######## motor_dir_sequencer_flat ########
`src/rtl/motor_dir_sequencer_if.sv`:
```
// Command channel into the motor direction sequencer.
// Valid/ready handshake carrying the requested direction and duty.
interface motor_dir_sequencer_if #(
  parameter int CNT_W = 8
);
  logic             cmd_valid;
  logic             cmd_ready;
  logic             cmd_dir;
  logic [CNT_W-1:0] cmd_duty;

  modport master (
    output cmd_valid,
    output cmd_dir,
    output cmd_duty,
    input  cmd_ready
  );

  modport slave (
    input  cmd_valid,
    input  cmd_dir,
    input  cmd_duty,
    output cmd_ready
  );
endinterface

```
`src/rtl/motor_dir_sequencer.sv`:
```
// Ramped PWM/direction command sequencer for the H-bridge front end.
// Reversals go ramp-down, coast, switch, ramp-up; estop forces a coast.
module motor_dir_sequencer #(
  parameter int CNT_W     = 8,
  parameter int RAMP_STEP = 16,
  parameter int COAST_CYC = 1000
) (
  input  logic                  clk,
  input  logic                  rst_n,
  motor_dir_sequencer_if.slave  cmd,
  input  logic                  estop,
  output logic                  pwm_out,
  output logic                  dir_out,
  output logic                  busy,
  output logic [2:0]            state_o
);

  localparam int CO_W = (COAST_CYC > 1) ? $clog2(COAST_CYC) : 1;
  localparam logic [CO_W-1:0] CO_LAST = CO_W'(COAST_CYC - 1);
  localparam logic [CNT_W:0]  STEP = (CNT_W+1)'(RAMP_STEP);

  typedef enum logic [2:0] {
    IDLE      = 3'd0,
    RUN       = 3'd1,
    RAMP_DOWN = 3'd2,
    COAST     = 3'd3,
    SWITCH    = 3'd4
  } state_t;

  state_t           state_q, state_d;
  logic [CNT_W-1:0] cnt_q;
  logic [CNT_W-1:0] duty_q, duty_d;
  logic [CNT_W-1:0] tgt_q, tgt_d;
  logic             pv_q, pv_d;
  logic             pdir_q, pdir_d;
  logic [CNT_W-1:0] pduty_q, pduty_d;
  logic [CO_W-1:0]  coast_q, coast_d;
  logic             dir_d;
  logic             pwm_d;

  logic             wrap;
  logic             acc;
  logic             same;
  logic [CNT_W:0]   up_sum;
  logic [CNT_W:0]   dn_dif;
  logic [CNT_W-1:0] ramp_val;

  assign wrap = &cnt_q;
  assign cmd.cmd_ready = (state_q == IDLE || state_q == RUN) && !estop;
  assign acc  = cmd.cmd_valid && cmd.cmd_ready;
  assign same = (cmd.cmd_dir == dir_out);
  assign busy = (state_q != IDLE);
  assign state_o = state_q;

  // One extra bit so the step can neither wrap past max nor borrow below 0.
  assign up_sum = {1'b0, duty_q} + STEP;
  assign dn_dif = {1'b0, duty_q} - STEP;

  always_comb begin
    ramp_val = duty_q;
    if (duty_q < tgt_q) begin
      ramp_val = (up_sum > {1'b0, tgt_q}) ? tgt_q : up_sum[CNT_W-1:0];
    end else if (duty_q > tgt_q) begin
      ramp_val = (dn_dif[CNT_W] || dn_dif < {1'b0, tgt_q}) ?
                 tgt_q : dn_dif[CNT_W-1:0];
    end
  end

  always_comb begin
    state_d = state_q;
    duty_d  = wrap ? ramp_val : duty_q;
    tgt_d   = tgt_q;
    pv_d    = pv_q;
    pdir_d  = pdir_q;
    pduty_d = pduty_q;
    coast_d = coast_q;
    dir_d   = dir_out;
    pwm_d   = (state_q != COAST) && (cnt_q < duty_q);
    if (estop) begin
      state_d = COAST;
      duty_d  = '0;
      tgt_d   = '0;
      pv_d    = 1'b0;
      coast_d = '0;
      pwm_d   = 1'b0;
    end else begin
      unique case (state_q)
        IDLE: begin
          if (acc && !same) begin
            pv_d    = 1'b1;
            pdir_d  = cmd.cmd_dir;
            pduty_d = cmd.cmd_duty;
            coast_d = '0;
            state_d = COAST;
          end else if (acc && cmd.cmd_duty != '0) begin
            tgt_d   = cmd.cmd_duty;
            state_d = RUN;
          end
        end
        RUN: begin
          if (acc && same) begin
            tgt_d = cmd.cmd_duty;
          end else if (acc) begin
            pv_d    = 1'b1;
            pdir_d  = cmd.cmd_dir;
            pduty_d = cmd.cmd_duty;
            tgt_d   = '0;
            state_d = RAMP_DOWN;
          end else if (tgt_q == '0 && duty_q == '0) begin
            state_d = IDLE;
          end
        end
        RAMP_DOWN: begin
          if (duty_q == '0) begin
            coast_d = '0;
            state_d = COAST;
          end
        end
        COAST: begin
          if (coast_q == CO_LAST) begin
            state_d = pv_q ? SWITCH : IDLE;
          end else begin
            coast_d = coast_q + 1'b1;
          end
        end
        SWITCH: begin
          dir_d   = pdir_q;
          tgt_d   = pduty_q;
          pv_d    = 1'b0;
          state_d = (pduty_q != '0) ? RUN : IDLE;
        end
        default: state_d = IDLE;
      endcase
    end
  end

  always_ff @(posedge clk or negedge rst_n) begin
    if (!rst_n) begin
      state_q <= IDLE;
      cnt_q   <= '0;
      duty_q  <= '0;
      tgt_q   <= '0;
      pv_q    <= 1'b0;
      pdir_q  <= 1'b0;
      pduty_q <= '0;
      coast_q <= '0;
      dir_out <= 1'b0;
      pwm_out <= 1'b0;
    end else begin
      state_q <= state_d;
      cnt_q   <= cnt_q + 1'b1;
      duty_q  <= duty_d;
      tgt_q   <= tgt_d;
      pv_q    <= pv_d;
      pdir_q  <= pdir_d;
      pduty_q <= pduty_d;
      coast_q <= coast_d;
      dir_out <= dir_d;
      pwm_out <= pwm_d;
    end
  end

endmodule

```
`src/flat_wrapper.sv`:
```
// flat-port wrapper written by rule: the top's interface ports become plain ports
module motor_dir_sequencer_flat 
#(
  parameter int CNT_W     = 8,
  parameter int RAMP_STEP = 16,
  parameter int COAST_CYC = 1000
)
  (clk, rst_n, estop, pwm_out, dir_out, busy, state_o, cmd_cmd_valid, cmd_cmd_dir, cmd_cmd_duty, cmd_cmd_ready);
  motor_dir_sequencer_if #(.CNT_W(CNT_W)) cmd_i ();
  input  logic clk;
  input  logic rst_n;
  input  logic estop;
  output logic pwm_out;
  output logic dir_out;
  output logic busy;
  output logic [2:0] state_o;
  input wire logic [$bits(cmd_i.cmd_valid)-1:0] cmd_cmd_valid;
  input wire logic [$bits(cmd_i.cmd_dir)-1:0] cmd_cmd_dir;
  input wire logic [$bits(cmd_i.cmd_duty)-1:0] cmd_cmd_duty;
  output wire logic [$bits(cmd_i.cmd_ready)-1:0] cmd_cmd_ready;
  assign cmd_i.cmd_valid = cmd_cmd_valid;
  assign cmd_i.cmd_dir = cmd_cmd_dir;
  assign cmd_i.cmd_duty = cmd_cmd_duty;
  assign cmd_cmd_ready = cmd_i.cmd_ready;
  motor_dir_sequencer #(.CNT_W(CNT_W), .RAMP_STEP(RAMP_STEP), .COAST_CYC(COAST_CYC)) u_core (.clk(clk), .rst_n(rst_n), .cmd(cmd_i), .estop(estop), .pwm_out(pwm_out), .dir_out(dir_out), .busy(busy), .state_o(state_o));
endmodule
```
`config.mk`:
```
export PLATFORM = sky130hd
export DESIGN_NAME = motor_dir_sequencer_flat
export DESIGN_NICKNAME = d
export VERILOG_FILES = /design/src/rtl/motor_dir_sequencer_if.sv /design/src/rtl/motor_dir_sequencer.sv /design/src/flat_wrapper.sv
export SDC_FILE = /design/constraint.sdc
export NUM_CORES = 1
export LEC_CHECK = 0
export CAP_MARGIN = 15
export CORE_AREA = 2 2 76 78
export CTS_CLUSTER_DIAMETER = 120
export CTS_CLUSTER_SIZE = 24
export DETAILED_ROUTE_END_ITERATION = 7
export DIE_AREA = 0 0 78 80
export GPL_TIMING_DRIVEN = 0
export PLACE_DENSITY = 0.79
export REMOVE_ABC_BUFFERS = 1
export SKIP_LAST_GASP = 1
export SLEW_MARGIN = 30
export SYNTH_ARGS = -nofsm -noshare
export SYNTH_HDL_FRONTEND = slang
export SYNTH_SLANG_ARGS = --single-unit
```
`constraint.sdc`:
```
create_clock -name clk -period 3.1 [get_ports clk]
set_input_delay 0.775 -clock clk [delete_from_list [all_inputs] [get_ports clk]]
set_output_delay 0.775 -clock clk [all_outputs]
set_load 0.03 [all_outputs]
```
######## fifo_write_unit ########
===== config.mk =====
export PLATFORM = sky130hd
export DESIGN_NAME = fifo_write_unit
export DESIGN_NICKNAME = d
export VERILOG_FILES = /design/src/rtl/fifo_write_unit.sv
export SDC_FILE = /design/constraint.sdc
export NUM_CORES = 1
export LEC_CHECK = 0
export CAP_MARGIN = 10
export CORE_MARGIN = 2
export CORE_UTILIZATION = 40
export DETAILED_ROUTE_END_ITERATION = 7
export PLACE_DENSITY = 0.72
export SETUP_SLACK_MARGIN = 0.5
export SYNTH_ARGS = -nofsm -noshare
export SYNTH_HDL_FRONTEND = slang
export SYNTH_SLANG_ARGS = --single-unit

===== constraint.sdc =====
create_clock -name wr_clk -period 5.1 [get_ports wr_clk]
set_clock_uncertainty 0.05 [all_clocks]
set_input_delay 0.765 -clock wr_clk [delete_from_list [all_inputs] [get_ports wr_clk]]
set_output_delay 0.765 -clock wr_clk [all_outputs]
set_load 0.01 [all_outputs]

===== src/rtl/fifo_write_unit.sv =====
// Write-side pointer and flag controller for the FIFO.
// Owns the wrap+index write pointer and derives full/level flags against rd_ptr.
module fifo_write_unit #(
    parameter int S        = 8,
    parameter int DEPTH    = 90,
    parameter int AF_LEVEL = 80
) (
    input  logic         wr_clk,
    input  logic         wr_rst_n,
    input  logic         wr_en,
    input  logic         ovf_clr,
    input  logic [S-1:0] rd_ptr,
    output logic [S-1:0] wr_ptr,
    output logic         mem_we,
    output logic [S-2:0] mem_waddr,
    output logic         fifo_full,
    output logic         almost_full,
    output logic [S-1:0] fill_level,
    output logic         overflow
);

    localparam logic [S-2:0] LAST_IDX = (S-1)'(DEPTH - 1);
    localparam logic [S-1:0] DEPTH_W  = S'(DEPTH);
    localparam logic [S-1:0] AF_W     = S'(AF_LEVEL);

    logic [S-1:0] wr_ptr_q, wr_ptr_d;
    logic         ovf_q, ovf_d;

    logic         wr_wrap, rd_wrap;
    logic [S-2:0] wr_idx, rd_idx;
    logic [S-1:0] wr_ext, rd_ext;
    logic         accept;

    always_comb begin
        wr_wrap = wr_ptr_q[S-1];
        rd_wrap = rd_ptr[S-1];
        wr_idx  = wr_ptr_q[S-2:0];
        rd_idx  = rd_ptr[S-2:0];
        wr_ext  = {1'b0, wr_idx};
        rd_ext  = {1'b0, rd_idx};
    end

    // Level and full both come straight from the two pointers.
    always_comb begin
        fifo_full = (wr_wrap != rd_wrap) && (wr_idx == rd_idx);
        if (wr_wrap == rd_wrap) begin
            fill_level = wr_ext - rd_ext;
        end else begin
            fill_level = DEPTH_W - rd_ext + wr_ext;
        end
        almost_full = (fill_level >= AF_W);
        accept      = wr_en && !fifo_full;
        mem_we      = accept;
        mem_waddr   = wr_idx;
        wr_ptr      = wr_ptr_q;
        overflow    = ovf_q;
    end

    // Index wraps at DEPTH-1, not at the power-of-two boundary.
    always_comb begin
        wr_ptr_d = wr_ptr_q;
        if (accept) begin
            if (wr_idx == LAST_IDX) begin
                wr_ptr_d = {~wr_wrap, {(S-1){1'b0}}};
            end else begin
                wr_ptr_d = {wr_wrap, wr_idx + 1'b1};
            end
        end
    end

    always_comb begin
        ovf_d = ovf_q;
        if (wr_en && fifo_full) begin
            ovf_d = 1'b1;
        end else if (ovf_clr) begin
            ovf_d = 1'b0;
        end
    end

    always_ff @(posedge wr_clk or negedge wr_rst_n) begin
        if (!wr_rst_n) begin
            wr_ptr_q <= '0;
            ovf_q    <= 1'b0;
        end else begin
            wr_ptr_q <= wr_ptr_d;
            ovf_q    <= ovf_d;
        end
    end

endmodule

Figure 1. Clock network drawn from the DEF (fifo_write_unit).
Drawn at 4 px/um.
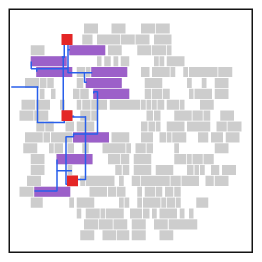
red -> clock-net drivers  # count 3
purple -> flip-flops  # count 9
blue -> clock wires  # length 149 um
routed clock nets = 4
Clock group: 57.7 uW
clock latency (worst-skew pair): 0.27 ns
Clock power frac: 5.2%

==> job_summary.md, fifo_write_unit <==
## Implementation flow summary

| Metric | Value |
|---|---|
| Post-Synthesis Cells | 152 |
| Crit-path cells | clkdlybuf4s50_1 -> inv_1 -> ha_1 -> fa_1 -> nand2b_1 -> a211oi_1 -> o21a_1 -> o21a_1 -> o32ai_2 -> a21o_1 -> clkdlybuf4s50_1 |
| Worst slew margin | between 30% and 40% |
| Hold_sp | overflow$_DFFE_PN0P_ |
| Highest metal used | met4 |
| Placed instance count | around 230 |
| Startpoint Class | input pin |
| Number of fill cells | approximately 300 |
| Hold depth | 2 |
| Clk pin slew, worst setup/hold paths | 0.06 ns |
| Vias in the first global route | 1217 |
| Total wire length | between 2000 and 3000 um |
| Diodes inserted | 0 |
| CP Launch Point | rd_ptr[2] |
| Most common logic cells in the final layout | clkdlybuf4s50_1, inv_1, ha_1, o21ai_0 |
| Clock root buffer | clkbuf_4 |
| Top area cell types | ha_1, dfrtp_1, inv_1 |
| Run status | completed |
| Met3 usage | 1.49% |
[fifo_write_unit: report_power, final]
part           switching, uW  total, uW  internal [uW]
clock                   27.4       57.7           30.3
sequential              62.9        162           99.1
combinational            427        900            474
total                    517       1120            603
[fifo_write_unit: registers in the layout (all words and copies together), names as in the netlist]
name      count
wr_ptr        8
overflow      1
[fifo_write_unit: layout make-up]
class                      count  share of cell area [%]
timing repair buffer          38                    22.7
multi-input combinational    109                    53.2
tap                           44                    3.28
inverter                      26                    5.82
sequential                     9                    13.4
clock buffer                   4                    1.57
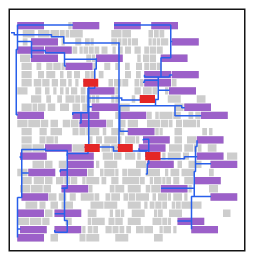
Figure 2: motor_dir_sequencer_flat, clock network drawn from the DEF.
Drawn at 3 px/um.
blue -> clock wires  # length 574 um
red -> clock-net drivers  # count 5
purple -> flip-flops  # count 49
routed clock nets = 6
flops lie = all over the die
Clock group: 371 uW
clock latency (worst-skew pair): 0.29 ns

==> job_summary.md, motor_dir_sequencer_flat <==
## Implementation flow summary

| Metric | Value |
|---|---|
| Yosys chip area | around 3200 um^2 |
| EDFF count, synth | 0 |
| Sw Share | between 30% and 40% |
| Post-DRT Antenna Nets | 0 |
| # IOs | 20 |
| Remaining global-route overflow | 0 |
| Total power | around 2000 uW |
| Wire per inst | around 15 um |
| Nets | a little under 400 |
| CTS tree | yes |
| Synth flops | roughly 49 |
| Clk_skew | 0.00483 ns |
| Synth logic family | simple AND/OR/NAND/NOR gates |
| Layout cells sized above 1 | between 7 and 8% |
| Yosys top cell by area | dfrtp_1 |
| Setup bufs post-CTS | 1 |
| Largest stage delay, worst path | approximately 0.74 ns |
| Worst R2R End | u_core.duty_q[2]$_DFFE_PN0P_ |
| Run status | completed |
| Vias per inst | approximately 6.0 |
| Count leader, synth | dfrtp_1 |
| Worst Setup EP | cmd_cmd_ready |
| Die width | a little under 80 um |
| Placer Congestion | roughly 0.9 |
| Synth top cells by count | dfrtp_1, ha_1, nor2_1, nand2_1, o21ai_0 |
| Logic share of the area | between 50% and 60% |
| Diodes inserted | 0 |
| Area grow syn2layout | 9.90% |
[motor_dir_sequencer_flat: metrics by stage]
stage | area [um^2] | cells | worst slack [ns] | hold WS [ns]
after floorplan | 3110 | 327 | 0.355 | 0.436
after global placement | 3390 | 418 | -0.806 | 0.470
after detailed placement | 3380 | 418 | -0.381 | 0.477
after CTS | 3470 | 426 | 0.139 | 0.497
after global routing | 3470 | 426 | 0.0240 | 0.527
final | 3470 | 426 | 0.137 | 0.490
[motor_dir_sequencer_flat: worst max-delay path, delay by kind of cell]
kind                   cells  cell delay (ns)
buffers and inverters      2             1.04
and+or+nand+nor            1             0.36

==> screenshots <==
I/O nets highlighted.
image #1
Drawn at 6 px/um.
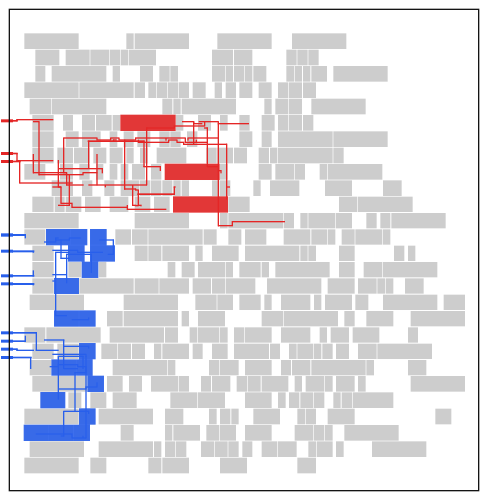
image #2
Drawn at 8 px/um.
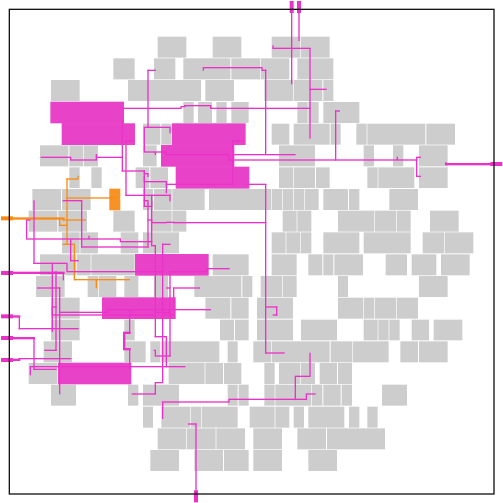
Of these, most cells: image #1
Of these, largest die: image #1
For fifo_write_unit, see image #2.
For motor_dir_sequencer_flat, see image #1.

Key to image #1:
red -> `state_o`  # bits 3, direction output, end cells 3, buffers 3, wire 305 um
blue -> `cmd_cmd_duty`  # bits 8, direction input, end cells 18, buffers 8, wire 184 um



## Gallery

Cells coloured by class.
panel A
Drawn at 4 px/um.
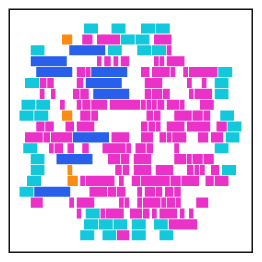
panel B
Drawn at 3 px/um.
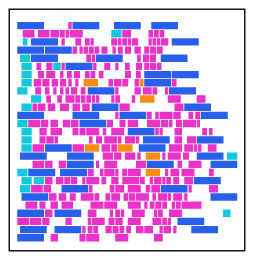
- most cells: panel B
- highest utilization: panel B
- motor_dir_sequencer_flat = panel B
- fifo_write_unit = panel A

Power figures rest on the tool's default switching activity, not on a simulated workload.
